######## design 1 ########
### Clock wires, drivers and flops, design 1

Scale: 6 px per um.
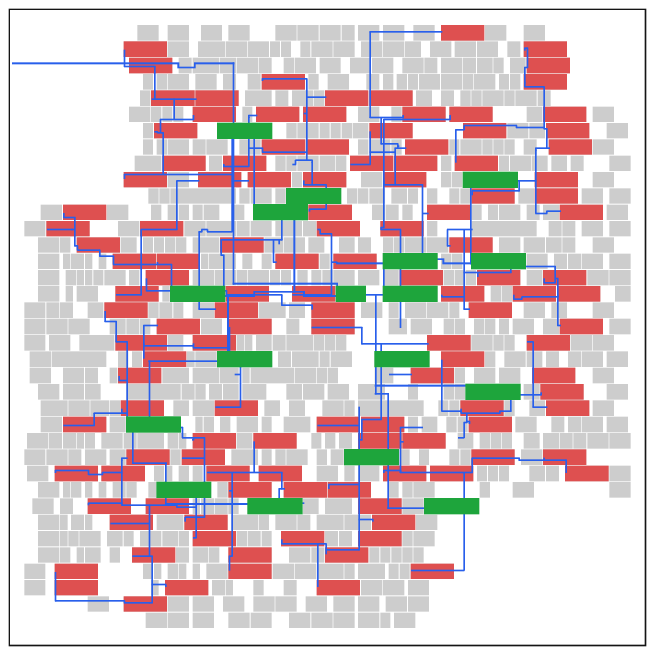

**src/rtl/pipe_stage_hs.sv**
```systemverilog
// -----------------------------------------------------------------------------
// pipe_stage_hs
//
// Parametrised pipeline stage register with valid/ready handshaking on both
// sides. It carries an opaque payload bus and a control bus between adjacent
// CPU pipeline stages. An optional two-entry skid buffer registers in_ready,
// which breaks the combinational ready path from downstream to upstream.
// Flush squashes every held entry into a bubble: valid and control are
// cleared, so a squashed instruction cannot write architectural state.
//
// Parameters
//   DATA_W   width of the payload bus (operands, immediates); opaque here
//   CTRL_W   width of the control bus; always zero while no entry is presented
//   SKID_EN  1 = main + skid slot, in_ready registered
//            0 = single main slot, in_ready combinational from out_ready
//
// Ports
//   clk        clock, all state updates on the rising edge
//   rst        synchronous reset, active-high, highest priority
//   flush      squash every entry held in the stage this cycle
//   in_valid   upstream offers an entry
//   in_ready   stage can accept an entry this cycle
//   in_data    upstream payload
//   in_ctrl    upstream control
//   out_valid  stage presents an entry downstream
//   out_ready  downstream accepts the entry
//   out_data   presented payload (may be stale while out_valid = 0)
//   out_ctrl   presented control, forced to 0 while out_valid = 0
//   occupancy  number of valid entries held (0..2)
// -----------------------------------------------------------------------------
module pipe_stage_hs #(
  parameter int DATA_W  = 48,
  parameter int CTRL_W  = 14,
  parameter bit SKID_EN = 1'b1
) (
  input  logic              clk,
  input  logic              rst,
  input  logic              flush,
  input  logic              in_valid,
  output logic              in_ready,
  input  logic [DATA_W-1:0] in_data,
  input  logic [CTRL_W-1:0] in_ctrl,
  output logic              out_valid,
  input  logic              out_ready,
  output logic [DATA_W-1:0] out_data,
  output logic [CTRL_W-1:0] out_ctrl,
  output logic [1:0]        occupancy
);

  // Main slot: the entry currently presented downstream.
  logic              m_v_q, m_v_d;
  logic [DATA_W-1:0] m_d_q, m_d_d;
  logic [CTRL_W-1:0] m_c_q, m_c_d;

  // Skid slot: catches the entry accepted in the cycle the main slot stalled.
  // Held permanently empty when SKID_EN = 0.
  logic              s_v_q, s_v_d;
  logic [DATA_W-1:0] s_d_q, s_d_d;
  logic [CTRL_W-1:0] s_c_q, s_c_d;

  logic acc;
  logic pop;

  // With the skid slot, ready depends only on state, so upstream never sees a
  // path from out_ready. Without it, a full main slot can still accept when
  // it is being drained in the same cycle.
  assign in_ready = SKID_EN ? ~s_v_q : (~m_v_q | out_ready);

  assign acc = in_valid & in_ready;
  assign pop = m_v_q & out_ready;

  assign out_valid = m_v_q;
  assign out_data  = m_d_q;
  // Stale control must never leak out with a bubble.
  assign out_ctrl  = m_v_q ? m_c_q : '0;

  assign occupancy = {1'b0, m_v_q} + {1'b0, s_v_q};

  always_comb begin
    m_v_d = m_v_q;
    m_d_d = m_d_q;
    m_c_d = m_c_q;
    s_v_d = s_v_q;
    s_d_d = s_d_q;
    s_c_d = s_c_q;

    if (SKID_EN) begin
      if (~m_v_q | pop) begin
        // Main slot is free this cycle. The skid entry is older than anything
        // on the input, so it always moves up first to keep order.
        if (s_v_q) begin
          m_v_d = 1'b1;
          m_d_d = s_d_q;
          m_c_d = s_c_q;
          s_v_d = 1'b0;
          if (acc) begin
            s_v_d = 1'b1;
            s_d_d = in_data;
            s_c_d = in_ctrl;
          end
        end else if (acc) begin
          m_v_d = 1'b1;
          m_d_d = in_data;
          m_c_d = in_ctrl;
        end else begin
          m_v_d = 1'b0;
        end
      end else if (acc) begin
        // Main slot stalled but in_ready was already promised last cycle:
        // park the entry in the skid slot.
        s_v_d = 1'b1;
        s_d_d = in_data;
        s_c_d = in_ctrl;
      end
    end else begin
      s_v_d = 1'b0;
      s_d_d = '0;
      s_c_d = '0;
      if (acc) begin
        m_v_d = 1'b1;
        m_d_d = in_data;
        m_c_d = in_ctrl;
      end else if (pop) begin
        m_v_d = 1'b0;
      end
    end

    // Flush overrides every load decision above: an entry offered in the
    // flush cycle is dropped, and payload registers keep their old contents
    // so only the valid/control bits toggle.
    if (flush) begin
      m_v_d = 1'b0;
      s_v_d = 1'b0;
      m_c_d = '0;
      s_c_d = '0;
      m_d_d = m_d_q;
      s_d_d = s_d_q;
    end
  end

  // Stage boundary: all main and skid slot state.
  always_ff @(posedge clk) begin
    if (rst) begin
      m_v_q <= 1'b0;
      m_d_q <= '0;
      m_c_q <= '0;
      s_v_q <= 1'b0;
      s_d_q <= '0;
      s_c_q <= '0;
    end else begin
      m_v_q <= m_v_d;
      m_d_q <= m_d_d;
      m_c_q <= m_c_d;
      s_v_q <= s_v_d;
      s_d_q <= s_d_d;
      s_c_q <= s_c_d;
    end
  end

endmodule

```
**config.mk**
```make
export PLATFORM = sky130hd
export DESIGN_NAME = pipe_stage_hs
export DESIGN_NICKNAME = d
export VERILOG_FILES = /design/src/rtl/pipe_stage_hs.sv
export SDC_FILE = /design/constraint.sdc
export NUM_CORES = 1
export LEC_CHECK = 0
export ABC_AREA = 0
export ABC_CLOCK_PERIOD_IN_PS = 3200
export CAP_MARGIN = 5
export CORE_MARGIN = 2
export CORE_UTILIZATION = 53
export CTS_CLUSTER_DIAMETER = 200
export DETAILED_ROUTE_END_ITERATION = 6
export PLACE_DENSITY = 0.91
export RECOVER_POWER = 25
export SETUP_SLACK_MARGIN = 0.5
export SLEW_MARGIN = 10
export SYNTH_ARGS = -nofsm -noshare
export SYNTH_HDL_FRONTEND = slang
export SYNTH_SLANG_ARGS = --single-unit
```
**constraint.sdc**
```tcl
create_clock -name clk -period 3.2 [get_ports clk]
set_input_delay 0.48 -clock clk [delete_from_list [all_inputs] [get_ports clk]]
set_output_delay 0.48 -clock clk [all_outputs]
set_load 0.02 [all_outputs]
```
######## design 2 ########
File: src/rtl/pixel_mixer_pkg.sv
// Shared types and constants for the pixel mixer.
//   pixel_t        : {palette[5:0], color[3:0]}; color 0 is transparent
//   sprite_pixel_t : {prio[1:0], pixel_t}
//   ST_*           : mixer FSM state encodings
//   SPR_PRIO_*     : sprite priority levels relative to the tile layers
//   EN_*           : bit positions in the latched layer-enable vector
package pixel_mixer_pkg;

    localparam int ROW_WIDTH_DEF = 320;
    localparam int ADDR_W_DEF    = 9;
    localparam int PIX_W         = 10;

    typedef struct packed {
        logic [5:0] palette;
        logic [3:0] color;
    } pixel_t;

    typedef struct packed {
        logic [1:0] prio;
        pixel_t     pix;
    } sprite_pixel_t;

    localparam logic [1:0] ST_IDLE  = 2'd0;
    localparam logic [1:0] ST_WAIT  = 2'd1;
    localparam logic [1:0] ST_MIX   = 2'd2;
    localparam logic [1:0] ST_DRAIN = 2'd3;

    // Sprite priorities: LOW sits below bgte, MID between bgte and fgte,
    // HIGH (and above) over everything.
    localparam logic [1:0] SPR_PRIO_LOW  = 2'd0;
    localparam logic [1:0] SPR_PRIO_MID  = 2'd1;
    localparam logic [1:0] SPR_PRIO_HIGH = 2'd2;

    localparam int EN_BG  = 0;
    localparam int EN_FG  = 1;
    localparam int EN_SPR = 2;

    function automatic logic is_opaque(input pixel_t p, input logic en);
        return en && (p.color != 4'd0);
    endfunction

endpackage

File: src/rtl/pixel_mixer_if.sv
// Pixel mixer bus: shared read address into the engine row buffers, the
// engine read data (1-cycle latency), and the row RAM write port.
//   master : pixel mixer (drives pixel_addr and the row RAM write port)
//   slave  : engines / row RAM (drive the layer pixels)
interface pixel_mixer_if #(
    parameter int ADDR_W = 9,
    parameter int PIX_W  = 10
);
    logic [ADDR_W-1:0] pixel_addr;
    logic [PIX_W-1:0]  bgte_pixel;
    logic [PIX_W-1:0]  fgte_pixel;
    logic [PIX_W+1:0]  spre_pixel;
    logic [PIX_W-1:0]  rowram_wrdata;
    logic [ADDR_W-1:0] rowram_wraddr;
    logic              rowram_wren;

    modport master (
        output pixel_addr,
        input  bgte_pixel, fgte_pixel, spre_pixel,
        output rowram_wrdata, rowram_wraddr, rowram_wren
    );

    modport slave (
        input  pixel_addr,
        output bgte_pixel, fgte_pixel, spre_pixel,
        input  rowram_wrdata, rowram_wraddr, rowram_wren
    );
endinterface

File: src/rtl/pixel_mixer_sel.sv
// Combinational layer resolver: picks the highest-priority opaque pixel.
//   bg_i, fg_i : tile layer pixels
//   spr_i      : sprite pixel with its priority
//   en_i       : latched layer enables, indexed by EN_BG/EN_FG/EN_SPR
//   pix_o      : resolved palette reference (backdrop 0 when all transparent)
module pixel_mix_sel
    import pixel_mixer_pkg::*;
(
    input  pixel_t        bg_i,
    input  pixel_t        fg_i,
    input  sprite_pixel_t spr_i,
    input  logic [2:0]    en_i,
    output pixel_t        pix_o
);
    logic bg_op, fg_op, spr_op;

    assign bg_op  = is_opaque(bg_i, en_i[EN_BG]);
    assign fg_op  = is_opaque(fg_i, en_i[EN_FG]);
    assign spr_op = is_opaque(spr_i.pix, en_i[EN_SPR]);

    always_comb begin
        pix_o = '0;
        if (spr_op && spr_i.prio >= SPR_PRIO_HIGH)
            pix_o = spr_i.pix;
        else if (fg_op)
            pix_o = fg_i;
        else if (spr_op && spr_i.prio == SPR_PRIO_MID)
            pix_o = spr_i.pix;
        else if (bg_op)
            pix_o = bg_i;
        else if (spr_op)
            pix_o = spr_i.pix;
    end
endmodule

File: src/rtl/pixel_mixer.sv
// Final composition stage: waits for the enabled engines to finish their row
// buffers, sweeps pixel_addr over the row, resolves each pixel and writes it
// into the row RAM.
//   clk, rst          : clock, synchronous active-high reset
//   prep              : start composing the next row
//   *_en, *_done      : layer enables and row-buffer-complete levels
//   bus (master)      : pixel_addr out, layer pixels in, row RAM write out
//   busy              : FSM not idle
//   row_done          : pulse the cycle after the last write of a row
//   overrun           : pulse the cycle after a prep that cut a row short
module pixel_mixer
    import pixel_mixer_pkg::*;
#(
    parameter int ROW_WIDTH = ROW_WIDTH_DEF,
    parameter int ADDR_W    = ADDR_W_DEF
) (
    input  logic          clk,
    input  logic          rst,
    input  logic          prep,
    input  logic          bgte_en,
    input  logic          fgte_en,
    input  logic          spre_en,
    input  logic          bgte_done,
    input  logic          fgte_done,
    input  logic          spre_done,
    pixel_mixer_if.master bus,
    output logic          busy,
    output logic          row_done,
    output logic          overrun
);
    localparam logic [ADDR_W-1:0] LAST_ADDR = ADDR_W'(ROW_WIDTH - 1);

    logic [1:0]        state_q, state_d;
    logic [ADDR_W-1:0] pixel_addr_q, pixel_addr_d;   // doubles as the sweep counter
    logic [2:0]        en_q, en_d;
    logic              v1_q, v1_d;                   // engine data valid this cycle
    logic [ADDR_W-1:0] a1_q, a1_d;
    logic              wren_q, wren_d;
    logic [ADDR_W-1:0] wraddr_q, wraddr_d;
    pixel_t            wrdata_q, wrdata_d;
    logic              row_done_q, row_done_d;
    logic              overrun_q, overrun_d;

    logic   deps_ready;
    pixel_t mixed;

    assign deps_ready = (bgte_done | ~bgte_en) &
                        (fgte_done | ~fgte_en) &
                        (spre_done | ~spre_en);

    pixel_mix_sel u_sel (
        .bg_i  (pixel_t'(bus.bgte_pixel)),
        .fg_i  (pixel_t'(bus.fgte_pixel)),
        .spr_i (sprite_pixel_t'(bus.spre_pixel)),
        .en_i  (en_q),
        .pix_o (mixed)
    );

    always_comb begin
        state_d      = state_q;
        pixel_addr_d = pixel_addr_q;
        en_d         = en_q;
        v1_d         = 1'b0;
        a1_d         = pixel_addr_q;
        wren_d       = v1_q;
        wraddr_d     = v1_q ? a1_q : wraddr_q;
        wrdata_d     = v1_q ? mixed : wrdata_q;
        row_done_d   = 1'b0;
        overrun_d    = 1'b0;

        case (state_q)
            ST_IDLE: begin
                if (prep)
                    state_d = ST_WAIT;
            end
            ST_WAIT: begin
                if (prep) begin
                    overrun_d = 1'b1;
                    wren_d    = 1'b0;
                end else if (deps_ready) begin
                    state_d      = ST_MIX;
                    pixel_addr_d = '0;
                    en_d         = {spre_en, fgte_en, bgte_en};
                end
            end
            ST_MIX: begin
                if (prep) begin
                    // Both in-flight addresses are dropped: the one just
                    // issued (v1_d stays 0) and the one whose data is arriving.
                    overrun_d = 1'b1;
                    wren_d    = 1'b0;
                    state_d   = ST_WAIT;
                end else begin
                    v1_d = 1'b1;
                    if (pixel_addr_q == LAST_ADDR)
                        state_d = ST_DRAIN;
                    else
                        pixel_addr_d = pixel_addr_q + ADDR_W'(1);
                end
            end
            ST_DRAIN: begin
                // With v1_q low the final write is on the bus this cycle, so
                // a coinciding prep is a clean back-to-back start.
                if (!v1_q) begin
                    row_done_d = 1'b1;
                    state_d    = prep ? ST_WAIT : ST_IDLE;
                end else if (prep) begin
                    overrun_d = 1'b1;
                    wren_d    = 1'b0;
                    state_d   = ST_WAIT;
                end
            end
            default: state_d = ST_IDLE;
        endcase
    end

    always_ff @(posedge clk) begin
        if (rst) begin
            state_q      <= ST_IDLE;
            pixel_addr_q <= '0;
            en_q         <= '0;
            v1_q         <= 1'b0;
            a1_q         <= '0;
            wren_q       <= 1'b0;
            wraddr_q     <= '0;
            wrdata_q     <= '0;
            row_done_q   <= 1'b0;
            overrun_q    <= 1'b0;
        end else begin
            state_q      <= state_d;
            pixel_addr_q <= pixel_addr_d;
            en_q         <= en_d;
            v1_q         <= v1_d;
            a1_q         <= a1_d;
            wren_q       <= wren_d;
            wraddr_q     <= wraddr_d;
            wrdata_q     <= wrdata_d;
            row_done_q   <= row_done_d;
            overrun_q    <= overrun_d;
        end
    end

    assign bus.pixel_addr    = pixel_addr_q;
    assign bus.rowram_wren   = wren_q;
    assign bus.rowram_wraddr = wraddr_q;
    assign bus.rowram_wrdata = wrdata_q;
    assign busy              = (state_q != ST_IDLE);
    assign row_done          = row_done_q;
    assign overrun           = overrun_q;
endmodule

File: src/flat_wrapper.sv
// flat-port wrapper written by rule: the top's interface ports become plain ports
module pixel_mixer_flat import pixel_mixer_pkg::*;
#(
    parameter int ROW_WIDTH = ROW_WIDTH_DEF,
    parameter int ADDR_W    = ADDR_W_DEF
)
  (clk, rst, prep, bgte_en, fgte_en, spre_en, bgte_done, fgte_done, spre_done, busy, row_done, overrun, bus_pixel_addr, bus_bgte_pixel, bus_fgte_pixel, bus_spre_pixel, bus_rowram_wrdata, bus_rowram_wraddr, bus_rowram_wren);
  pixel_mixer_if #(.ADDR_W(ADDR_W), .PIX_W(10)) bus_i ();
  input  logic clk;
  input  logic rst;
  input  logic prep;
  input  logic bgte_en;
  input  logic fgte_en;
  input  logic spre_en;
  input  logic bgte_done;
  input  logic fgte_done;
  input  logic spre_done;
  output logic busy;
  output logic row_done;
  output logic overrun;
  output wire logic [$bits(bus_i.pixel_addr)-1:0] bus_pixel_addr;
  input wire logic [$bits(bus_i.bgte_pixel)-1:0] bus_bgte_pixel;
  input wire logic [$bits(bus_i.fgte_pixel)-1:0] bus_fgte_pixel;
  input wire logic [$bits(bus_i.spre_pixel)-1:0] bus_spre_pixel;
  output wire logic [$bits(bus_i.rowram_wrdata)-1:0] bus_rowram_wrdata;
  output wire logic [$bits(bus_i.rowram_wraddr)-1:0] bus_rowram_wraddr;
  output wire logic [$bits(bus_i.rowram_wren)-1:0] bus_rowram_wren;
  assign bus_pixel_addr = bus_i.pixel_addr;
  assign bus_i.bgte_pixel = bus_bgte_pixel;
  assign bus_i.fgte_pixel = bus_fgte_pixel;
  assign bus_i.spre_pixel = bus_spre_pixel;
  assign bus_rowram_wrdata = bus_i.rowram_wrdata;
  assign bus_rowram_wraddr = bus_i.rowram_wraddr;
  assign bus_rowram_wren = bus_i.rowram_wren;
  pixel_mixer #(.ROW_WIDTH(ROW_WIDTH), .ADDR_W(ADDR_W)) u_core (.clk(clk), .rst(rst), .prep(prep), .bgte_en(bgte_en), .fgte_en(fgte_en), .spre_en(spre_en), .bgte_done(bgte_done), .fgte_done(fgte_done), .spre_done(spre_done), .bus(bus_i), .busy(busy), .row_done(row_done), .overrun(overrun));
endmodule
File: config.mk
export PLATFORM = sky130hd
export DESIGN_NAME = pixel_mixer_flat
export DESIGN_NICKNAME = d
export VERILOG_FILES = /design/src/rtl/pixel_mixer_pkg.sv /design/src/rtl/pixel_mixer_if.sv /design/src/rtl/pixel_mixer_sel.sv /design/src/rtl/pixel_mixer.sv /design/src/flat_wrapper.sv
export SDC_FILE = /design/constraint.sdc
export NUM_CORES = 1
export LEC_CHECK = 0
export CAP_MARGIN = 15
export CORE_MARGIN = 5
export CORE_UTILIZATION = 41
export CTS_BUF_LIST = sky130_fd_sc_hd__clkbuf_4 sky130_fd_sc_hd__clkbuf_8
export DETAILED_ROUTE_END_ITERATION = 16
export DONT_BUFFER_PORTS = 1
export SLEW_MARGIN = 20
export SYNTH_ARGS = -nofsm -noshare
export SYNTH_HDL_FRONTEND = slang
export SYNTH_HIERARCHICAL = 1
export SYNTH_SLANG_ARGS = --single-unit
File: constraint.sdc
create_clock -name clk -period 1.8 [get_ports clk]
set_input_delay 0.36 -clock clk [delete_from_list [all_inputs] [get_ports clk]]
set_output_delay 0.36 -clock clk [all_outputs]
set_load 0.02 [all_outputs]
### Congestion heat map, design 1

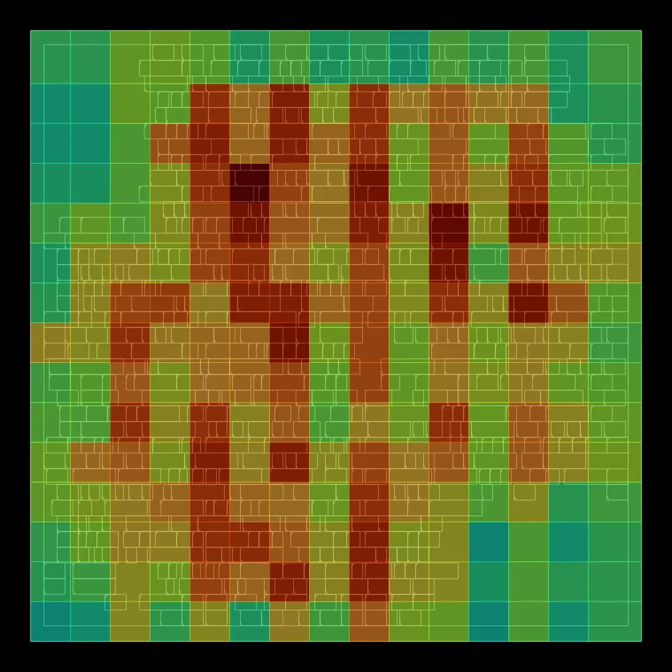
global routing met2 resource utilization: 46.7%
global-route total usage across every layer: 27.9%

Notes on 'Clock wires, drivers and flops' of design 1 above:
Key: green = cells driving clock nets [count 17]; blue = clock wires [length 1470 um]; red = flip-flops [count 126]
There are 18 routed clock nets.
part of the power in the clock network: 47.9%
power in the clock group: 1.98 mW

==> reports/qor.tcl, design 1 <==
set qor(cp_cell_sequence) {dlygate4sd3_1 > or2_0 > and3_4 > a211oi_1}
set qor(timing_worst_slew_pin_value_ps) 1980
set qor(slew_violations) 58
set qor(comb_share_pct) 36.0
set qor(n_tap_cell) 136
set qor(synth_largest_type_area_fraction_pct) 45.9
set qor(cts.htree.levels) 4
set qor(grt_pass1_wl_mm) 25.0
set qor(setup.worst_path.end) {out_data[42]$_SDFFE_PP0P_}
set qor(area.combinational_um2) 2660
set qor(max_cap_violations) 1
set qor(ff_latch_area_um2) 2530
set qor(setup_viol_count_final) 0
set qor(met3_usage_pct) 7.67
set qor(drt-wirelength-per-cell_um) 19.2
set qor(detail_route.vias_per_cell) 6.23
set qor(crit_start) {in_valid}
set qor(run_status) {complete, but fails checks}
set qor(failed_checks) {max-capacitance violations, max-slew violations}
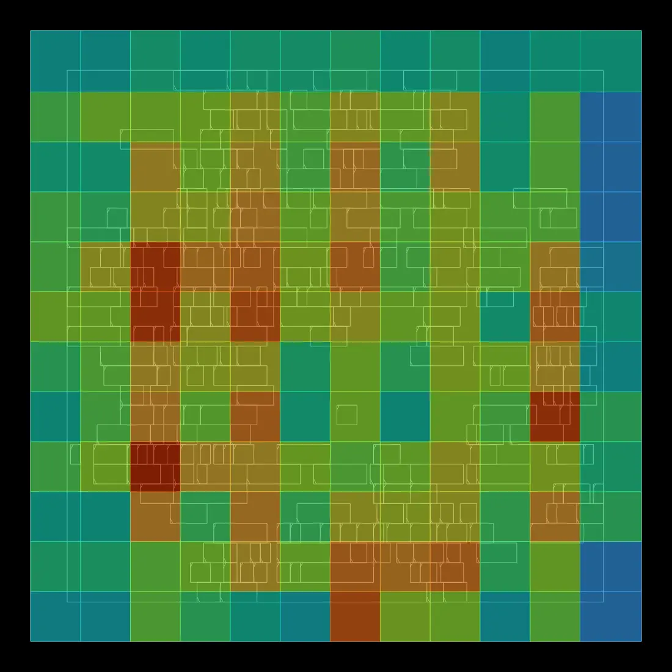
*Congestion heat map, design 2*
met3 Usage GRT: 6.18%
global-route total usage across every layer: 15.2%
average wire per standard cell: 15.7 um
Finished Core Util: 47.5%

==> reports/qor.tcl, design 2 <==
set qor(synth.yosys.warnings) 6
set qor(number_of_cells_traversed_by_the_worst_hold_path) 1
set qor(adder_share_pct) 3.31
set qor(design.seq.count) 46
set qor(share_of_cells_above_drive_strength_1_pct) 17.3
set qor(detail_route.wirelength.met1_mm) 2.27
set qor(dr.max_layer_used) {met4}
set qor(detail_route.vias_per_cell) 5.40
set qor(horiz_die_dim_um) 84.4
set qor(run_status) {finished clean}
set qor(clock-root-buffer) {clkbuf_8}
set qor(drc_errors) 0
set qor(met3_wire_len_um) 455
set qor(arrival_ps) 1890
set qor(coreArea_um2) 5440
set qor(area.combinational_um2) 1230
set qor(p_clk_mw) 0.773
set qor(stage_log_warnings) 30
set qor(count_of_flip_flops_with_a_built_in_enable_after_synthesis) 0
set qor(cts_buffer_depth) 2
set qor(final_common_cell) {dfxtp_1}
set qor(grt_overflow) 0
set qor(row_count) 27
set qor(setup.worst_path.start_class) {flop}
set qor(number_of_buffers_inserted_during_clock_tree_synthesis) 5

######## design 3 ########
===== config.mk =====
export PLATFORM = sky130hd
export DESIGN_NAME = gated_clk_sched_flat
export DESIGN_NICKNAME = d
export VERILOG_FILES = /design/src/rtl/gated_clk_sched_pkg.sv /design/src/rtl/gated_clk_sched_if.sv /design/src/rtl/gated_clk_chan.sv /design/src/rtl/gated_clk_sched.sv /design/src/flat_wrapper.sv
export SDC_FILE = /design/constraint.sdc
export NUM_CORES = 1
export LEC_CHECK = 0
export ABC_AREA = 1
export CAP_MARGIN = 20
export CORE_ASPECT_RATIO = 0.6
export CORE_UTILIZATION = 60
export DETAILED_ROUTE_END_ITERATION = 8
export PLACE_DENSITY_LB_ADDON = 0.25
export SLEW_MARGIN = 10
export SYNTH_ARGS = -nofsm -noshare
export SYNTH_HDL_FRONTEND = slang
export SYNTH_SLANG_ARGS = --single-unit

===== constraint.sdc =====
create_clock -name clk_in -period 2.6 [get_ports clk_in]
set_input_delay 0.26 -clock clk_in [delete_from_list [all_inputs] [get_ports clk_in]]
set_output_delay 0.26 -clock clk_in [all_outputs]
set_load 0.02 [all_outputs]

===== src/rtl/gated_clk_sched_pkg.sv =====
`default_nettype none
// ============================================================================
// Module   : gated_clk_sched_pkg
// Purpose  : Shared FSM encoding, reset divisor and channel-index width helper.
// Revision : 1.0
// ============================================================================
package gated_clk_sched_pkg;

  typedef enum logic [1:0] {
    ST_IDLE = 2'd0,
    ST_RUN  = 2'd1,
    ST_STOP = 2'd2
  } state_t;

  localparam int DIV_RST_DEFAULT = 100;

  // Channel-select width; a single channel still gets a 1-bit selector.
  function automatic int ch_width(input int nch);
    return (nch > 1) ? $clog2(nch) : 1;
  endfunction

endpackage
`default_nettype wire


===== src/rtl/gated_clk_sched_if.sv =====
`default_nettype none
// ============================================================================
// Module   : gated_clk_sched_if
// Purpose  : Divisor-update handshake between a configuration master and the
//            gated-clock scheduler.
// Revision : 1.0
// ============================================================================
interface gated_clk_sched_if
  import gated_clk_sched_pkg::*;
#(
  parameter int NCH  = 2,
  parameter int CNTW = 10
);

  localparam int c_chw = ch_width(NCH);

  logic             cfg_valid;
  logic [c_chw-1:0] cfg_ch;
  logic [CNTW-1:0]  cfg_div;
  logic             cfg_ready;
  logic             cfg_err;

  modport master (
    output cfg_valid, cfg_ch, cfg_div,
    input  cfg_ready, cfg_err
  );

  modport slave (
    input  cfg_valid, cfg_ch, cfg_div,
    output cfg_ready, cfg_err
  );

endinterface
`default_nettype wire


===== src/rtl/gated_clk_chan.sv =====
`default_nettype none
// ============================================================================
// Module   : gated_clk_chan
// Purpose  : One divider channel: counter, active/pending divisor, freeze, ce.
// Revision : 1.0
// ============================================================================
module gated_clk_chan
  import gated_clk_sched_pkg::*;
#(
  parameter int CNTW    = 10,
  parameter int DIV_RST = DIV_RST_DEFAULT
) (
  input  logic            clk_in,
  input  logic            rstn,
  input  logic            i_run,
  input  logic            i_stop,
  input  logic            i_to_idle,
  input  logic            i_wr,
  input  logic [CNTW-1:0] i_wr_div,
  output logic            o_frozen,
  output logic            o_pending,
  output logic            o_ce
);

  localparam logic [CNTW-1:0] c_one     = CNTW'(1);
  localparam logic [CNTW-1:0] c_div_rst = CNTW'(DIV_RST);

  logic [CNTW-1:0] r_cnt;
  logic [CNTW-1:0] r_div;
  logic [CNTW-1:0] r_pdiv;
  logic            r_pend;
  logic            r_ce;
  logic            w_last;
  logic            w_live;

  // Divisor is never zero, so div-1 cannot underflow.
  assign w_last    = (r_cnt == (r_div - c_one));
  // While stopping, a channel sitting at div-1 has finished its period.
  assign w_live    = i_run | (i_stop & ~w_last);
  assign o_frozen  = i_stop & w_last;
  assign o_pending = r_pend;
  assign o_ce      = r_ce;

  always_ff @(posedge clk_in or negedge rstn) begin
    if (!rstn) begin
      r_cnt  <= '0;
      r_div  <= c_div_rst;
      r_pdiv <= '0;
      r_pend <= 1'b0;
      r_ce   <= 1'b0;
    end else begin
      r_ce <= w_live & (r_cnt == '0);
      if (i_to_idle) begin
        r_cnt <= '0;
        if (r_pend) begin
          r_div  <= r_pdiv;
          r_pend <= 1'b0;
        end else if (i_wr) begin
          r_div <= i_wr_div;
        end
      end else if (i_run) begin
        if (w_last) begin
          r_cnt <= '0;
          if (r_pend) begin
            r_div  <= r_pdiv;
            r_pend <= 1'b0;
          end
        end else begin
          r_cnt <= r_cnt + c_one;
        end
        // Placed after the wrap so a same-cycle write stays pending.
        if (i_wr) begin
          r_pdiv <= i_wr_div;
          r_pend <= 1'b1;
        end
      end else if (i_stop) begin
        if (!w_last) begin
          r_cnt <= r_cnt + c_one;
        end
        if (i_wr) begin
          r_pdiv <= i_wr_div;
          r_pend <= 1'b1;
        end
      end else begin
        r_cnt <= '0;
        if (i_wr) begin
          r_div <= i_wr_div;
        end
      end
    end
  end

endmodule
`default_nettype wire


===== src/rtl/gated_clk_sched.sv =====
`default_nettype none
// ============================================================================
// Module   : gated_clk_sched
// Purpose  : IDLE/RUN/STOP scheduler producing per-channel BUFGCE enables with
//            period-preserving stop and glitch-free divisor updates.
// Revision : 1.0
// ============================================================================
module gated_clk_sched
  import gated_clk_sched_pkg::*;
#(
  parameter int NCH     = 2,
  parameter int CNTW    = 10,
  parameter int DIV_RST = DIV_RST_DEFAULT
) (
  input  logic                 clk_in,
  input  logic                 rstn,
  input  logic                 run,
  gated_clk_sched_if.slave     cfg,
  output logic [NCH-1:0]       ce,
  output logic                 busy
);

  localparam int c_chw  = ch_width(NCH);
  localparam int c_padw = 2 ** c_chw;

  state_t            r_state;
  state_t            w_state_next;
  logic              r_cfg_err;
  logic [NCH-1:0]    w_frozen;
  logic [NCH-1:0]    w_pending;
  logic [NCH-1:0]    w_ce;
  logic [NCH-1:0]    w_wr_sel;
  logic [c_padw-1:0] w_pending_pad;
  logic              w_in_range;
  logic              w_accept;
  logic              w_bad;
  logic              w_wr;
  logic              w_run_st;
  logic              w_stop_st;
  logic              w_to_idle;

  assign w_run_st  = (r_state == ST_RUN);
  assign w_stop_st = (r_state == ST_STOP);
  assign w_to_idle = w_stop_st & (&w_frozen);

  // Unused selector codes read as "not pending" so they are always ready.
  assign w_pending_pad = c_padw'(w_pending);
  assign w_in_range    = (32'(cfg.cfg_ch) < NCH);
  assign cfg.cfg_ready = ~w_pending_pad[cfg.cfg_ch];
  assign w_accept      = cfg.cfg_valid & cfg.cfg_ready;
  assign w_bad         = w_accept & ((cfg.cfg_div == '0) | ~w_in_range);
  assign w_wr          = w_accept & ~w_bad;
  assign cfg.cfg_err   = r_cfg_err;

  assign busy = (r_state != ST_IDLE);
  assign ce   = w_ce;

  always_ff @(posedge clk_in or negedge rstn) begin
    if (!rstn) begin
      r_state   <= ST_IDLE;
      r_cfg_err <= 1'b0;
    end else begin
      r_state   <= w_state_next;
      r_cfg_err <= w_bad;
    end
  end

  always_comb begin
    w_state_next = r_state;
    case (r_state)
      ST_IDLE: if (run)       w_state_next = ST_RUN;
      ST_RUN:  if (!run)      w_state_next = ST_STOP;
      ST_STOP: if (w_to_idle) w_state_next = ST_IDLE;
      default:                w_state_next = ST_IDLE;
    endcase
  end

  for (genvar gi = 0; gi < NCH; gi++) begin : g_chan
    assign w_wr_sel[gi] = w_wr & (32'(cfg.cfg_ch) == gi);

    gated_clk_chan #(
      .CNTW    (CNTW),
      .DIV_RST (DIV_RST)
    ) u_chan (
      .clk_in    (clk_in),
      .rstn      (rstn),
      .i_run     (w_run_st),
      .i_stop    (w_stop_st),
      .i_to_idle (w_to_idle),
      .i_wr      (w_wr_sel[gi]),
      .i_wr_div  (cfg.cfg_div),
      .o_frozen  (w_frozen[gi]),
      .o_pending (w_pending[gi]),
      .o_ce      (w_ce[gi])
    );
  end

endmodule
`default_nettype wire


===== src/flat_wrapper.sv =====
// flat-port wrapper written by rule: the top's interface ports become plain ports
module gated_clk_sched_flat import gated_clk_sched_pkg::*;
#(
  parameter int NCH     = 2,
  parameter int CNTW    = 10,
  parameter int DIV_RST = DIV_RST_DEFAULT
)
  (clk_in, rstn, run, ce, busy, cfg_cfg_valid, cfg_cfg_ch, cfg_cfg_div, cfg_cfg_ready, cfg_cfg_err);
  gated_clk_sched_if #(.NCH(NCH), .CNTW(CNTW)) cfg_i ();
  input  logic clk_in;
  input  logic rstn;
  input  logic run;
  output logic [NCH-1:0] ce;
  output logic busy;
  input wire logic [$bits(cfg_i.cfg_valid)-1:0] cfg_cfg_valid;
  input wire logic [$bits(cfg_i.cfg_ch)-1:0] cfg_cfg_ch;
  input wire logic [$bits(cfg_i.cfg_div)-1:0] cfg_cfg_div;
  output wire logic [$bits(cfg_i.cfg_ready)-1:0] cfg_cfg_ready;
  output wire logic [$bits(cfg_i.cfg_err)-1:0] cfg_cfg_err;
  assign cfg_i.cfg_valid = cfg_cfg_valid;
  assign cfg_i.cfg_ch = cfg_cfg_ch;
  assign cfg_i.cfg_div = cfg_cfg_div;
  assign cfg_cfg_ready = cfg_i.cfg_ready;
  assign cfg_cfg_err = cfg_i.cfg_err;
  gated_clk_sched #(.NCH(NCH), .CNTW(CNTW), .DIV_RST(DIV_RST)) u_core (.clk_in(clk_in), .rstn(rstn), .run(run), .cfg(cfg_i), .ce(ce), .busy(busy));
endmodule

######## design 4 ########
File: src/rtl/ifq_pkg.sv
// Shared types and defaults for the instruction-fetch queue.
package ifq_pkg;

    typedef enum logic {FETCH = 1'b0, DRAIN = 1'b1} ifq_state_t;

    localparam int unsigned IFQ_DEFAULT_DEPTH = 4;

    typedef struct packed {
        logic [31:0] pc;
        logic [31:0] instr;
    } ifq_entry_t;

endpackage

File: src/rtl/ifq_fifo.sv
// Generic synchronous FIFO; push while full is accepted only alongside a pop.
module ifq_fifo
    import ifq_pkg::*;
#(
    parameter int unsigned DEPTH = IFQ_DEFAULT_DEPTH,
    parameter int unsigned WIDTH = 32
) (
    input  logic                         clk,
    input  logic                         rst_n,
    input  logic                         clear,
    input  logic                         push,
    input  logic [WIDTH-1:0]             push_data,
    input  logic                         pop,
    output logic [WIDTH-1:0]             head_data,
    output logic                         full,
    output logic                         empty,
    output logic [$clog2(DEPTH+1)-1:0]   count
);
    localparam int unsigned AW = $clog2(DEPTH);
    localparam int unsigned CW = $clog2(DEPTH+1);
    localparam logic [AW-1:0] PTR_ONE = {{(AW-1){1'b0}}, 1'b1};
    localparam logic [CW-1:0] CNT_ONE = {{(CW-1){1'b0}}, 1'b1};

    logic [WIDTH-1:0] mem_r [DEPTH];
    logic [AW-1:0]    wr_ptr_r;
    logic [AW-1:0]    rd_ptr_r;
    logic [CW-1:0]    count_r;
    logic             push_ok_s;
    logic             pop_ok_s;

    assign empty     = (count_r == {CW{1'b0}});
    assign full      = (count_r == CW'(DEPTH));
    assign count     = count_r;
    assign head_data = mem_r[rd_ptr_r];
    assign pop_ok_s  = pop && !empty;
    assign push_ok_s = push && (!full || pop_ok_s);

    // Pointers and occupancy; clear empties the FIFO without touching storage.
    always_ff @(posedge clk or negedge rst_n) begin
        if (!rst_n) begin
            wr_ptr_r <= {AW{1'b0}};
            rd_ptr_r <= {AW{1'b0}};
            count_r  <= {CW{1'b0}};
        end else if (clear) begin
            wr_ptr_r <= {AW{1'b0}};
            rd_ptr_r <= {AW{1'b0}};
            count_r  <= {CW{1'b0}};
        end else begin
            if (push_ok_s) wr_ptr_r <= wr_ptr_r + PTR_ONE;
            if (pop_ok_s)  rd_ptr_r <= rd_ptr_r + PTR_ONE;
            if (push_ok_s && !pop_ok_s)      count_r <= count_r + CNT_ONE;
            else if (pop_ok_s && !push_ok_s) count_r <= count_r - CNT_ONE;
            else                             count_r <= count_r;
        end
    end

    // Storage array, zeroed at reset so the head reads 0 before any push.
    always_ff @(posedge clk or negedge rst_n) begin
        if (!rst_n) begin
            for (int i = 0; i < DEPTH; i++) mem_r[i] <= {WIDTH{1'b0}};
        end else if (push_ok_s && !clear) begin
            mem_r[wr_ptr_r] <= push_data;
        end
    end

endmodule

File: src/rtl/ifetch_queue.sv
// Instruction-fetch front end: credit-limited sequential fetch, in-order tag matching, flush/drain.
// Optional macro IFQ_BYPASS_EN: forward a response straight to decode when the queue is empty.
module ifetch_queue
    import ifq_pkg::*;
#(
    parameter int unsigned     XLEN     = 32,
    parameter int unsigned     DEPTH    = IFQ_DEFAULT_DEPTH,
    parameter logic [XLEN-1:0] RESET_PC = 32'h0000_0000,
    parameter int unsigned     PC_STEP  = 4
) (
    input  logic                        clk,
    input  logic                        rst,
    output logic                        imem_req_valid,
    input  logic                        imem_req_ready,
    output logic [XLEN-1:0]             imem_req_addr,
    input  logic                        imem_rsp_valid,
    input  logic [XLEN-1:0]             imem_rsp_data,
    output logic                        out_valid,
    input  logic                        out_ready,
    output logic [XLEN-1:0]             out_instr,
    output logic [XLEN-1:0]             out_pc,
    input  logic                        flush,
    input  logic [XLEN-1:0]             flush_pc,
    output logic [$clog2(DEPTH+1)-1:0]  count
);
    localparam int unsigned   CW      = $clog2(DEPTH+1);
    localparam logic [CW-1:0] CNT_ONE = {{(CW-1){1'b0}}, 1'b1};
    localparam logic [CW:0]   CREDITS = (CW+1)'(DEPTH);

    ifq_state_t      state_r;
    logic [XLEN-1:0] fetch_pc_r;
    logic [CW-1:0]   outstanding_r;
    logic [CW-1:0]   discard_r;
    logic [CW-1:0]   outstanding_nx_s;
    logic [CW-1:0]   q_count_s;
    logic [CW-1:0]   tag_count_s;
    logic [XLEN-1:0] tag_head_s;
    ifq_entry_t      q_head_s;
    ifq_entry_t      q_push_data_s;
    logic            q_empty_s, q_full_s, tag_empty_s, tag_full_s;
    logic            accept_s, rsp_s, keep_s, q_push_s, q_pop_s;

    // Credits cover both queued entries and requests still in flight.
    assign imem_req_valid = rst && (state_r == FETCH) && !flush &&
                            (({1'b0, q_count_s} + {1'b0, outstanding_r}) < CREDITS);
    assign imem_req_addr  = fetch_pc_r;
    assign accept_s       = imem_req_valid && imem_req_ready;
    // Responses with nothing outstanding are leftovers from before a reset.
    assign rsp_s          = imem_rsp_valid && (outstanding_r != {CW{1'b0}});
    assign keep_s         = rsp_s && (discard_r == {CW{1'b0}}) && !flush;
    assign count          = q_count_s;

    assign q_push_data_s.pc    = tag_head_s;
    assign q_push_data_s.instr = imem_rsp_data;

`ifdef IFQ_BYPASS_EN
    logic byp_s;
    assign byp_s     = keep_s && q_empty_s;
    assign out_valid = !q_empty_s || byp_s;
    assign out_instr = q_empty_s ? imem_rsp_data : q_head_s.instr;
    assign out_pc    = q_empty_s ? tag_head_s    : q_head_s.pc;
    assign q_push_s  = keep_s && !(byp_s && out_ready);
    assign q_pop_s   = out_ready && !q_empty_s;
`else
    assign out_valid = !q_empty_s;
    assign out_instr = q_head_s.instr;
    assign out_pc    = q_head_s.pc;
    assign q_push_s  = keep_s;
    assign q_pop_s   = out_valid && out_ready;
`endif

    // Next in-flight request count from this cycle's accept and response.
    always_comb begin
        outstanding_nx_s = outstanding_r;
        if (accept_s && !rsp_s) begin
            outstanding_nx_s = outstanding_r + CNT_ONE;
        end else if (rsp_s && !accept_s) begin
            outstanding_nx_s = outstanding_r - CNT_ONE;
        end else begin
            outstanding_nx_s = outstanding_r;
        end
    end

    // Fetch PC, credit tracking and the FETCH/DRAIN controller.
    always_ff @(posedge clk or negedge rst) begin
        if (!rst) begin
            state_r       <= FETCH;
            fetch_pc_r    <= RESET_PC;
            outstanding_r <= {CW{1'b0}};
            discard_r     <= {CW{1'b0}};
        end else if (flush) begin
            fetch_pc_r    <= flush_pc;
            outstanding_r <= outstanding_nx_s;
            discard_r     <= outstanding_nx_s;
            state_r       <= (outstanding_nx_s != {CW{1'b0}}) ? DRAIN : FETCH;
        end else begin
            outstanding_r <= outstanding_nx_s;
            if (accept_s) fetch_pc_r <= fetch_pc_r + XLEN'(PC_STEP);
            case (state_r)
                FETCH: state_r <= FETCH;
                DRAIN: begin
                    if (rsp_s) begin
                        discard_r <= discard_r - CNT_ONE;
                        if (discard_r == CNT_ONE) state_r <= FETCH;
                    end
                end
                default: state_r <= FETCH;
            endcase
        end
    end

    ifq_fifo #(.DEPTH(DEPTH), .WIDTH(XLEN)) u_tag_fifo (
        .clk       (clk),
        .rst_n     (rst),
        .clear     (flush),
        .push      (accept_s),
        .push_data (fetch_pc_r),
        .pop       (keep_s),
        .head_data (tag_head_s),
        .full      (tag_full_s),
        .empty     (tag_empty_s),
        .count     (tag_count_s)
    );

    ifq_fifo #(.DEPTH(DEPTH), .WIDTH($bits(ifq_entry_t))) u_instr_q (
        .clk       (clk),
        .rst_n     (rst),
        .clear     (flush),
        .push      (q_push_s),
        .push_data (q_push_data_s),
        .pop       (q_pop_s),
        .head_data (q_head_s),
        .full      (q_full_s),
        .empty     (q_empty_s),
        .count     (q_count_s)
    );

endmodule
File: config.mk
export PLATFORM = sky130hd
export DESIGN_NAME = ifetch_queue
export DESIGN_NICKNAME = d
export VERILOG_FILES = /design/src/rtl/ifq_pkg.sv /design/src/rtl/ifq_fifo.sv /design/src/rtl/ifetch_queue.sv
export SDC_FILE = /design/constraint.sdc
export NUM_CORES = 1
export LEC_CHECK = 0
export ABC_AREA = 1
export ABC_CLOCK_PERIOD_IN_PS = 3300
export CAP_MARGIN = 10
export CORE_MARGIN = 5
export CORE_UTILIZATION = 58
export DETAILED_ROUTE_END_ITERATION = 6
export GPL_TIMING_DRIVEN = 0
export PLACE_DENSITY = 0.81
export SYNTH_ARGS = -nofsm -noshare
export SYNTH_HDL_FRONTEND = slang
export SYNTH_SLANG_ARGS = --single-unit
File: constraint.sdc
create_clock -name clk -period 3.3 [get_ports clk]
set_input_delay 0.495 -clock clk [delete_from_list [all_inputs] [get_ports clk]]
set_output_delay 0.495 -clock clk [all_outputs]
set_load 0.02 [all_outputs]
######## design 5 ########
`src/rtl/seq_det_pkg.sv`:
```
// seq_det_pkg: shared sizing, config record and length-mask helper for the sequence detector
package seq_det_pkg;
  localparam int MAX_LEN = 8;
  localparam int LEN_W = $clog2(MAX_LEN + 1);
  typedef struct packed {
    logic [MAX_LEN-1:0] pattern;
    logic [LEN_W-1:0] len;
    logic overlap;
  } cfg_t;
  function automatic logic [MAX_LEN-1:0] len_mask(input logic [LEN_W-1:0] len);
    return ~({MAX_LEN{1'b1}} << len);
  endfunction
endpackage

```
`src/rtl/seq_detector_prog_if.sv`:
```
// seq_detector_prog_if: data, config and status bundle of the programmable sequence detector
interface seq_detector_prog_if import seq_det_pkg::*; #(
  parameter int CNT_W = 16
) ();
  logic din;
  logic din_valid;
  logic cfg_load;
  logic [MAX_LEN-1:0] cfg_pattern;
  logic [LEN_W-1:0] cfg_len;
  logic cfg_overlap;
  logic cnt_clr;
  logic dout;
  logic [CNT_W-1:0] match_count;
  logic cfg_err;
  modport master (
    output din, din_valid, cfg_load, cfg_pattern, cfg_len, cfg_overlap, cnt_clr,
    input dout, match_count, cfg_err
  );
  modport slave (
    input din, din_valid, cfg_load, cfg_pattern, cfg_len, cfg_overlap, cnt_clr,
    output dout, match_count, cfg_err
  );
endinterface

```
`src/rtl/sat_counter.sv`:
```
// sat_counter: saturating up-counter whose clear never loses a coincident increment
module sat_counter #(
  parameter int W = 16
) (
  input logic clk,
  input logic resetn,
  input logic clr,
  input logic inc,
  output logic [W-1:0] count
);
  logic [W-1:0] count_q, count_d;
  always_comb begin
    count_d = clr ? (inc ? W'(1) : '0) : (inc && count_q != '1) ? count_q + W'(1) : count_q;
  end
  always_ff @(posedge clk or negedge resetn) begin
    if (!resetn) count_q <= '0;
    else count_q <= count_d;
  end
  assign count = count_q;
endmodule

```
`src/rtl/seq_detector_prog.sv`:
```
// seq_detector_prog: runtime-programmable serial pattern detector with saturating match counter
module seq_detector_prog import seq_det_pkg::*; #(
  parameter int CNT_W = 16,
  parameter int DEF_LEN = 4,
  parameter logic [MAX_LEN-1:0] DEF_PATTERN = MAX_LEN'('b1010),
  parameter logic DEF_OVERLAP = 1'b1
) (
  input logic clk,
  input logic resetn,
  seq_detector_prog_if.slave bus
);
  cfg_t cfg_q, cfg_d;
  logic [MAX_LEN-1:0] history_q, history_d, next_history;
  logic [LEN_W-1:0] fill_q, fill_d;
  logic dout_q, dout_d, err_q, err_d, cfg_ok, load, match;
  always_comb begin
    next_history = {history_q[MAX_LEN-2:0], bus.din};
    cfg_ok = bus.cfg_len != '0 && bus.cfg_len <= LEN_W'(MAX_LEN);
    load = bus.cfg_load && cfg_ok;
    match = !load && bus.din_valid && (fill_q + LEN_W'(1) >= cfg_q.len)
      && ((next_history ^ cfg_q.pattern) & len_mask(cfg_q.len)) == '0;
    cfg_d = load ? cfg_t'{pattern: bus.cfg_pattern, len: bus.cfg_len, overlap: bus.cfg_overlap} : cfg_q;
    history_d = load ? '0 : bus.din_valid ? next_history : history_q;
    fill_d = load ? '0 : (match && !cfg_q.overlap) ? '0 :
      !bus.din_valid ? fill_q : (fill_q == LEN_W'(MAX_LEN)) ? fill_q : fill_q + LEN_W'(1);
    dout_d = match;
    err_d = bus.cfg_load && !cfg_ok;
  end
  always_ff @(posedge clk or negedge resetn) begin
    if (!resetn) begin
      cfg_q <= cfg_t'{pattern: DEF_PATTERN, len: LEN_W'(DEF_LEN), overlap: DEF_OVERLAP};
      history_q <= '0;
      fill_q <= '0;
      dout_q <= 1'b0;
      err_q <= 1'b0;
    end else begin
      cfg_q <= cfg_d;
      history_q <= history_d;
      fill_q <= fill_d;
      dout_q <= dout_d;
      err_q <= err_d;
    end
  end
  sat_counter #(.W(CNT_W)) u_cnt (
    .clk(clk),
    .resetn(resetn),
    .clr(bus.cnt_clr),
    .inc(dout_d),
    .count(bus.match_count)
  );
  assign bus.dout = dout_q;
  assign bus.cfg_err = err_q;
endmodule

```
`src/flat_wrapper.sv`:
```
// flat-port wrapper written by rule: the top's interface ports become plain ports
module seq_detector_prog_flat import seq_det_pkg::*;
#(
  parameter int CNT_W = 16,
  parameter int DEF_LEN = 4,
  parameter logic [MAX_LEN-1:0] DEF_PATTERN = MAX_LEN'('b1010),
  parameter logic DEF_OVERLAP = 1'b1
)
  (clk, resetn, bus_din, bus_din_valid, bus_cfg_load, bus_cfg_pattern, bus_cfg_len, bus_cfg_overlap, bus_cnt_clr, bus_dout, bus_match_count, bus_cfg_err);
  seq_detector_prog_if #(.CNT_W(CNT_W)) bus_i ();
  input logic clk;
  input logic resetn;
  input wire logic [$bits(bus_i.din)-1:0] bus_din;
  input wire logic [$bits(bus_i.din_valid)-1:0] bus_din_valid;
  input wire logic [$bits(bus_i.cfg_load)-1:0] bus_cfg_load;
  input wire logic [$bits(bus_i.cfg_pattern)-1:0] bus_cfg_pattern;
  input wire logic [$bits(bus_i.cfg_len)-1:0] bus_cfg_len;
  input wire logic [$bits(bus_i.cfg_overlap)-1:0] bus_cfg_overlap;
  input wire logic [$bits(bus_i.cnt_clr)-1:0] bus_cnt_clr;
  output wire logic [$bits(bus_i.dout)-1:0] bus_dout;
  output wire logic [$bits(bus_i.match_count)-1:0] bus_match_count;
  output wire logic [$bits(bus_i.cfg_err)-1:0] bus_cfg_err;
  assign bus_i.din = bus_din;
  assign bus_i.din_valid = bus_din_valid;
  assign bus_i.cfg_load = bus_cfg_load;
  assign bus_i.cfg_pattern = bus_cfg_pattern;
  assign bus_i.cfg_len = bus_cfg_len;
  assign bus_i.cfg_overlap = bus_cfg_overlap;
  assign bus_i.cnt_clr = bus_cnt_clr;
  assign bus_dout = bus_i.dout;
  assign bus_match_count = bus_i.match_count;
  assign bus_cfg_err = bus_i.cfg_err;
  seq_detector_prog #(.CNT_W(CNT_W), .DEF_LEN(DEF_LEN), .DEF_PATTERN(DEF_PATTERN), .DEF_OVERLAP(DEF_OVERLAP)) u_core (.clk(clk), .resetn(resetn), .bus(bus_i));
endmodule
```
`config.mk`:
```
export PLATFORM = sky130hd
export DESIGN_NAME = seq_detector_prog_flat
export DESIGN_NICKNAME = d
export VERILOG_FILES = /design/src/rtl/seq_det_pkg.sv /design/src/rtl/seq_detector_prog_if.sv /design/src/rtl/sat_counter.sv /design/src/rtl/seq_detector_prog.sv /design/src/flat_wrapper.sv
export SDC_FILE = /design/constraint.sdc
export NUM_CORES = 1
export LEC_CHECK = 0
export CAP_MARGIN = 30
export CELL_PAD_IN_SITES_DETAIL_PLACEMENT = 0
export CELL_PAD_IN_SITES_GLOBAL_PLACEMENT = 1
export CORE_MARGIN = 2
export CORE_UTILIZATION = 40
export DETAILED_ROUTE_END_ITERATION = 12
export PLACE_DENSITY = 0.83
export SETUP_SLACK_MARGIN = 0.15
export SLEW_MARGIN = 20
export SYNTH_ARGS = -nofsm -noshare
export SYNTH_HDL_FRONTEND = slang
export SYNTH_SLANG_ARGS = --single-unit
```
`constraint.sdc`:
```
create_clock -name clk -period 3.75 [get_ports clk]
set_clock_uncertainty 0.1 [all_clocks]
set_input_delay 0.75 -clock clk [delete_from_list [all_inputs] [get_ports clk]]
set_output_delay 0.75 -clock clk [all_outputs]
set_load 0.01 [all_outputs]
```
######## design 6 ########
===== src/rtl/hazard_ctrl.sv =====
// Pipeline hazard controller: load-use scoreboard, taken-branch flush sequencing,
// memory freeze override and a saturating count of hazard-stall cycles.
module hazard_ctrl #(
    parameter int FlushCycles = 2,
    parameter int CntWidth    = 16
) (
    input  logic                clk,
    input  logic                rst,
    input  logic                id_valid,
    input  logic [4:0]          id_rs1n,
    input  logic [4:0]          id_rs2n,
    input  logic                id_rs1_used,
    input  logic                id_rs2_used,
    input  logic [4:0]          id_rdn,
    input  logic                id_is_load,
    input  logic                branch_taken,
    input  logic                wb_valid,
    input  logic [4:0]          wb_rdn,
    input  logic                mem_ready,
    output logic                stall_if,
    output logic                stall_id,
    output logic                bubble_ex,
    output logic                flush_if_id,
    output logic [31:0]         busy,
    output logic [CntWidth-1:0] stall_cnt
);

    typedef enum logic {RUN, FLUSH} state_t;

    localparam logic [2:0] FlushLoad = 3'(FlushCycles);

    state_t      state, state_n;
    logic [2:0]  flush_cnt, flush_cnt_n;
    logic [31:0] clr, set, eff_busy, busy_n;
    logic        rs1_hit, rs2_hit, hazard, freeze, issue;

    // Scoreboard: a writeback in the same cycle releases the hazard it would cause.
    always_comb begin
        clr = '0;
        if (wb_valid) clr[wb_rdn] = 1'b1;
        eff_busy = busy & ~clr;
        rs1_hit  = id_rs1_used && (id_rs1n != 5'd0) && eff_busy[id_rs1n];
        rs2_hit  = id_rs2_used && (id_rs2n != 5'd0) && eff_busy[id_rs2n];
        hazard   = id_valid && (state == RUN) && (rs1_hit || rs2_hit);
        freeze   = !mem_ready;
        issue    = id_valid && !hazard && !freeze && (state == RUN);
        set = '0;
        if (issue && id_is_load && (id_rdn != 5'd0)) set[id_rdn] = 1'b1;
        busy_n = (eff_busy | set) & ~32'd1;
    end

    always_comb begin
        state_n     = state;
        flush_cnt_n = flush_cnt;
        case (state)
            RUN: begin
                if (issue && branch_taken) begin
                    state_n     = FLUSH;
                    flush_cnt_n = FlushLoad;
                end
            end
            FLUSH: begin
                if (!freeze) begin
                    flush_cnt_n = flush_cnt - 3'd1;
                    if (flush_cnt == 3'd1) state_n = RUN;
                end
            end
            default: state_n = RUN;
        endcase
    end

    // Reset forces every control output low, ahead of freeze and flush.
    always_comb begin
        stall_if    = 1'b0;
        stall_id    = 1'b0;
        bubble_ex   = 1'b0;
        flush_if_id = 1'b0;
        if (!rst) begin
            if (freeze) begin
                stall_if = 1'b1;
                stall_id = 1'b1;
            end else if (state == FLUSH) begin
                flush_if_id = 1'b1;
            end else if (hazard) begin
                stall_if  = 1'b1;
                stall_id  = 1'b1;
                bubble_ex = 1'b1;
            end
        end
    end

    always_ff @(posedge clk) begin
        if (rst) begin
            state     <= RUN;
            flush_cnt <= '0;
            busy      <= '0;
            stall_cnt <= '0;
        end else begin
            state     <= state_n;
            flush_cnt <= flush_cnt_n;
            busy      <= busy_n;
            if (hazard && !freeze && (stall_cnt != '1))
                stall_cnt <= stall_cnt + CntWidth'(1);
        end
    end

endmodule


===== config.mk =====
export PLATFORM = sky130hd
export DESIGN_NAME = hazard_ctrl
export DESIGN_NICKNAME = d
export VERILOG_FILES = /design/src/rtl/hazard_ctrl.sv
export SDC_FILE = /design/constraint.sdc
export NUM_CORES = 1
export LEC_CHECK = 0
export CORE_UTILIZATION = 35
export DETAILED_ROUTE_END_ITERATION = 8
export PLACE_DENSITY_LB_ADDON = 0.12
export SLEW_MARGIN = 20
export SYNTH_ARGS = -nofsm -noshare
export SYNTH_HDL_FRONTEND = slang
export SYNTH_SLANG_ARGS = --single-unit

===== constraint.sdc =====
create_clock -name clk -period 3.8 [get_ports clk]
set_input_delay 0.76 -clock clk [delete_from_list [all_inputs] [get_ports clk]]
set_output_delay 0.76 -clock clk [all_outputs]
set_load 0.01 [all_outputs]

### Signal wires by layer, design 5

Scale: 8 px per um. Only two layers are drawn.
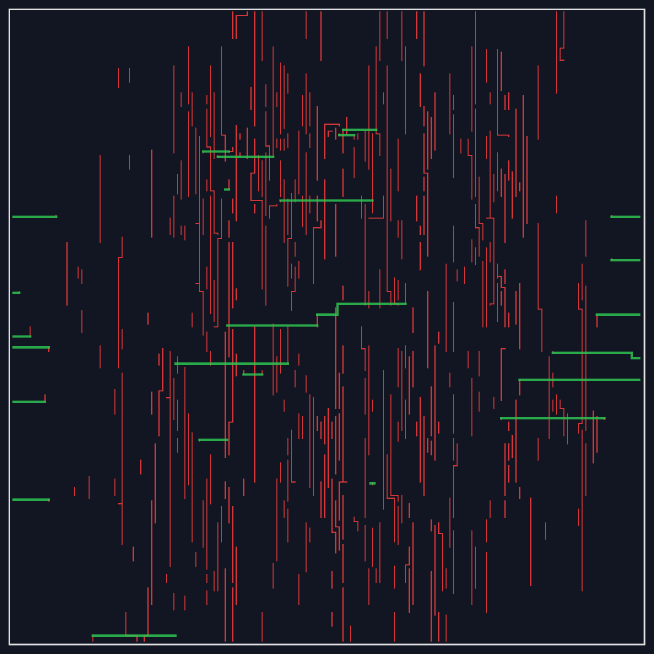
Key: green = met3 [wire length 154 um]; red = met2 [wire length 2190 um]
via total after detailed routing: 1813
average wire per standard cell: 14.0 um
global-route total usage across every layer: 16.7%
final routed wirelength across all metal layers: 4.75 mm

==> reports/qor.tcl, design 5 <==
set qor(run_status) {finished clean}
set qor(coreArea_um2) 5470
set qor(finish.net_count) 292
set qor(clock-sinks) 42
set qor(cts.htree.levels) 2
set qor(arrival_ps) 3070
set qor(area_leaders) {dfrtp_1 42%, mux2_2 7.5%, dfstp_2 4.6%, mux2i_1 4.0%, ha_1 3.9%}
set qor(via_count_of_the_first_global_routing_pass) 1749
set qor(die_h_um) 79.2
set qor(critical_path.max_fanout) 29
set qor(n_multi_input_combinational_cell) 166
set qor(synth_nets) 253
set qor(unrepaired_setup_endpoints_after_global_routing) {false}
set qor(buf_share_pct) 14.3
set qor(largest_cell_class) {combinational gates}
set qor(worst_ep_required_time_ps) 3860
set qor(p_leak_nw) 1.17
set qor(clk-insertion-delay-late_ps) 300
set qor(synth.lib_cells_used.distinct) 33
set qor(largest_reg_flops) 16
set qor(timing_worst_slew_pin_value_ps) 772
set qor(setup.worst_path.start_class) {flop}
set qor(n_tap_cell) 72
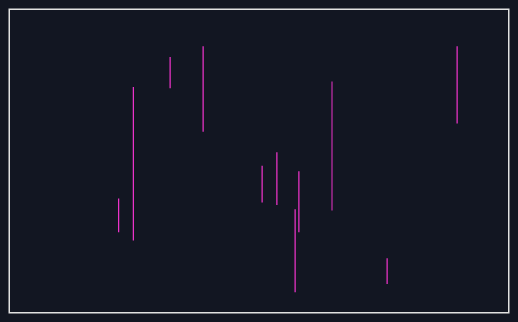
*Met4 routing, design 3*
Scale: 4 px per um.
The layer carries 189 um of wire. The wires run mostly vertical.

==> reports/qor.tcl, design 3 <==
set qor(detailedPlace.worstSlack_ps) 65.8
set qor(grt_util_met1_pct) 49.1
set qor(setup_viol_count_final) 0
set qor(run_status) {finished clean}
set qor(simple_gate_area_share_pct) 48.4
set qor(area_leaders) {dfrtp_1 28%, nand2_1 28%, nand3_1 9.5%, inv_1 5.8%, nor2_1 3.4%}
set qor(synthArstFlopShare_pct) 100
set qor(timing.fmax_mhz) 402
set qor(grt_start_max_net_pins) 39
set qor(intPower_mw) 3.47
set qor(die_h_um) 75.5
set qor(pin_count) 20
set qor(fill_cells) 701
set qor(top_power_group) {combinational logic}
set qor(top_area_cell) {dfrtp_1}
set qor(drt-wirelength-per-cell_um) 15.4
set qor(cellPowerDensity_nw_per_um2) 1190
set qor(tns_ps) 0
set qor(timing.max_slew.rel_slack_pct) 53.2
set qor(number_of_buffers_inserted_during_clock_tree_synthesis) 9
set qor(antenna-diode-count) 0
set qor(ys.flops) 67
set qor(ff2ff_setup_slack_ps) 110
set qor(clockNetworkAreaShare_pct) 4.31
set qor(mux_area_share_pct) 0.185
set qor(design.seq.count) 67
set qor(met3_usage_pct) 9.62
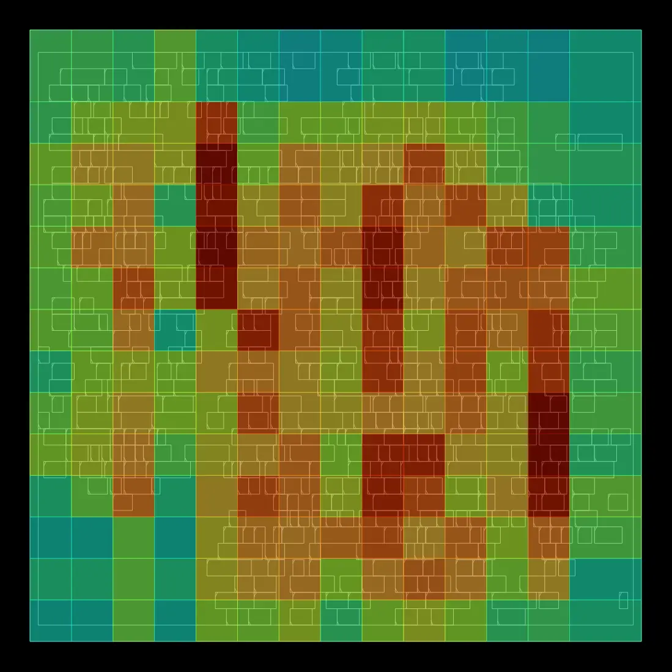
*Congestion heat map, design 6*
Finished Core Util: 53.9%
met3 Usage GRT: 2.83%
global-route total usage across every layer: 24.1%

==> reports/qor.tcl, design 6 <==
set qor(detailed_place_hpwl_mm) 9.23
set qor(post_synth_most_frequent_cells) {51 x dfxtp_1, 31 x nand2_1, 31 x o21ai_0, 30 x nand3_1, 20 x mux2i_1}
set qor(coreArea_um2) 9420
set qor(run_status) {finished clean}
set qor(holdBufCountCts) 0
set qor(layout.cells.most_common_list) {81 x buf_4, 65 x clkdlybuf4s50_1, 51 x dfxtp_1}
set qor(wl_mm) 12.2
set qor(met3_wire_len_um) 620
set qor(p_leak_nw) 1.83
set qor(synthTopLogicFamily) {simple AND/OR/NAND/NOR gates}
set qor(synth.lib_cells_used.distinct) 72
set qor(finish.net_count) 588
set qor(detail_route.wirelength.met1_mm) 5.28
set qor(pin_count) 81
set qor(area.growth.synth_to_final_pct) 46.0
set qor(cts.htree.levels) 2
set qor(antenna_violating_nets_post_route) 0
set qor(synth_nets) 449
set qor(hp-class) {flop to flop}
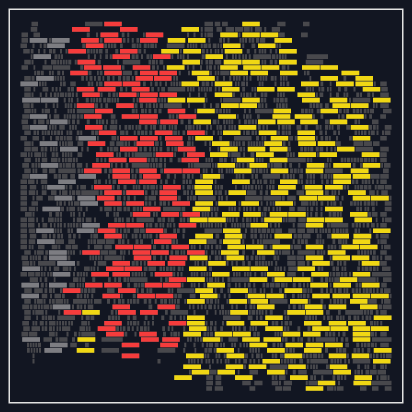
*Hierarchy map of the flops, design 4*
Scale: 2 px per um. Other sequential cells in the stronger gray, the rest of the logic in the fainter gray.
Key: yellow = u_instr_q [placed flops 263]; red = u_tag_fifo [placed flops 135]
Another 39 sequential cells are not colored.
overall die area: 38400 um^2
post-route non-filler standard cell count: 3146
Finished Core Util: 69.9%

==> reports/qor.tcl, design 4 <==
set qor(timing.critical_path.max_delay_family) {buffers and inverters}
set qor(setup_viol_count_final) 2
set qor(detail_route.vias_per_cell) 5.87
set qor(logic_depth_of_the_worst_setup_path_including_buffers) 7
set qor(synth.yosys.warnings) 0
set qor(intPower_mw) 11.5
set qor(cts_buffer_depth) 3
set qor(n_all_buffers) 321
set qor(crit_start) {u_instr_q.rd_ptr_r[0]$_DFFE_PN0P_}
set qor(share_of_cells_above_drive_strength_1_pct) 7.06
set qor(yosys-stat-area_um2) 20100
set qor(clockNetworkAreaShare_pct) 6.05
set qor(slew_violations) 0
set qor(run_status) {complete, but fails checks}
set qor(met3_usage_pct) 3.88
set qor(finish.net_count) 2747
set qor(failed_checks) {negative setup slack}
set qor(busiest_layer) {met2}
set qor(total_switching_power_mw) 6.59
set qor(setup.worst_path.start_class) {flop}
set qor(top_power_group) {registers}
set qor(post_synth_inst_count) 2438
set qor(detailed_place_hpwl_mm) 40.2
set qor(globalplace.congestion) 0.918
set qor(fin_ws_ps) -26.8


==> notes/layouts.md <==
Pictures saved along the way, in no particular order.

Power grid.
image #1
Scale: 4 px per um. Pins as bars on the die edge.
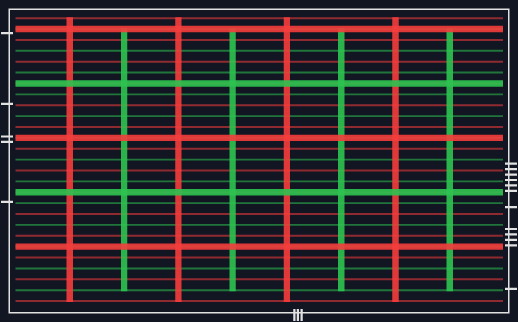
image #2
Scale: 4 px per um. Pins as bars on the die edge.
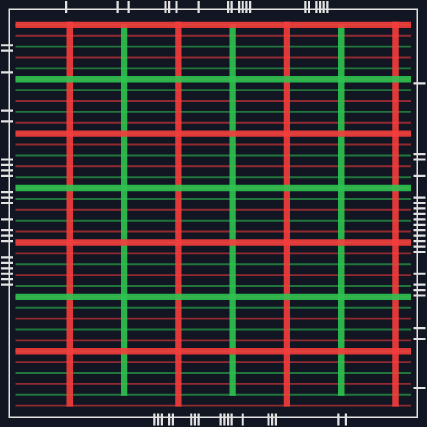
image #3
Scale: 6 px per um. Pins as bars on the die edge.
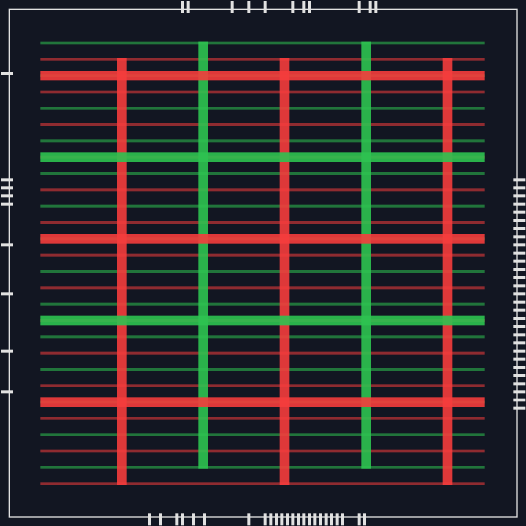
image #4
Scale: 6 px per um. Pins as bars on the die edge.
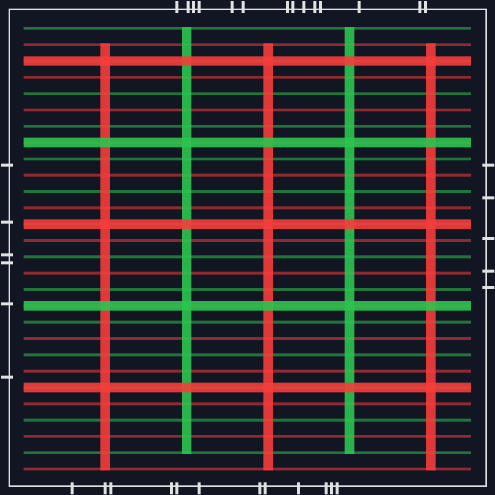
image #5
Scale: 4 px per um. Pins as bars on the die edge.
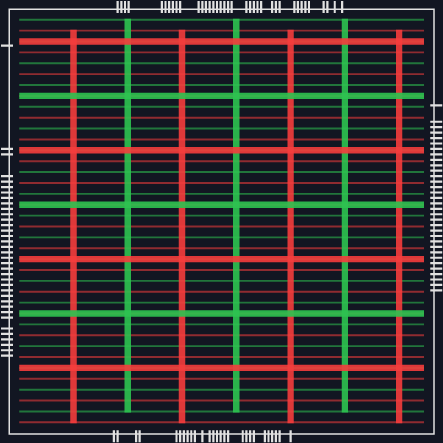
| picture | from |
|---|---|
| image #2 | design 6 |
| image #1 | design 3 |
| image #5 | design 1 |
| image #3 | design 2 |
| image #4 | design 5 |
- most pins: image #5


## Gallery

Cell density map.
picture 1
Scale: 3 px per um. 8 x 8 tiles, from white (low) to dark blue (high), 0 to 100% covered.
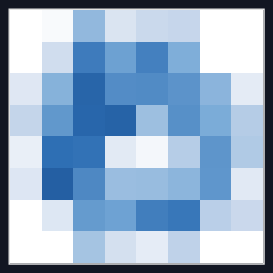
picture 2
Scale: 3 px per um. 10 x 10 tiles, from white (low) to dark blue (high), 0 to 100% covered.
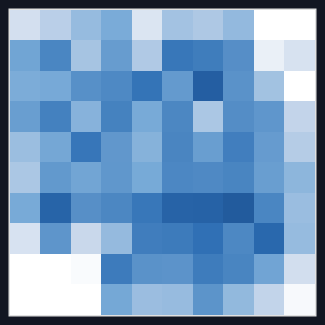
picture 3
Scale: 1.5 px per um. 20 x 20 tiles, from white (low) to dark blue (high), 0 to 100% covered.
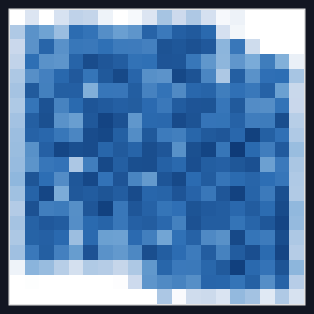
picture 4
Scale: 3 px per um. 8 x 8 tiles, from white (low) to dark blue (high), 0 to 100% covered.
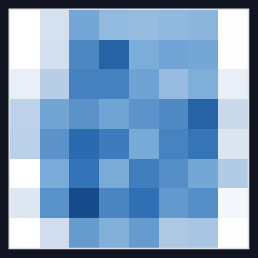
picture 5
Scale: 2 px per um. 11 x 11 tiles, from white (low) to dark blue (high), 0 to 100% covered.
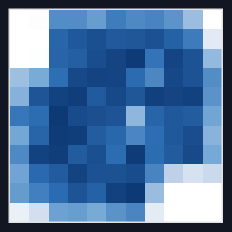
picture 6
Scale: 3 px per um. 12 x 8 tiles, from white (low) to dark blue (high), 0 to 100% covered.
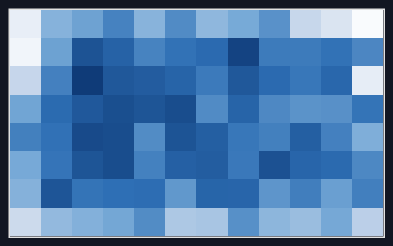
The one with the largest die is picture 3.
design 2 -> picture 1
design 6 -> picture 2
design 3 -> picture 6
design 1 -> picture 5
design 4 -> picture 3
design 5 -> picture 4

Power figures rest on the tool's default switching activity, not on a simulated workload.
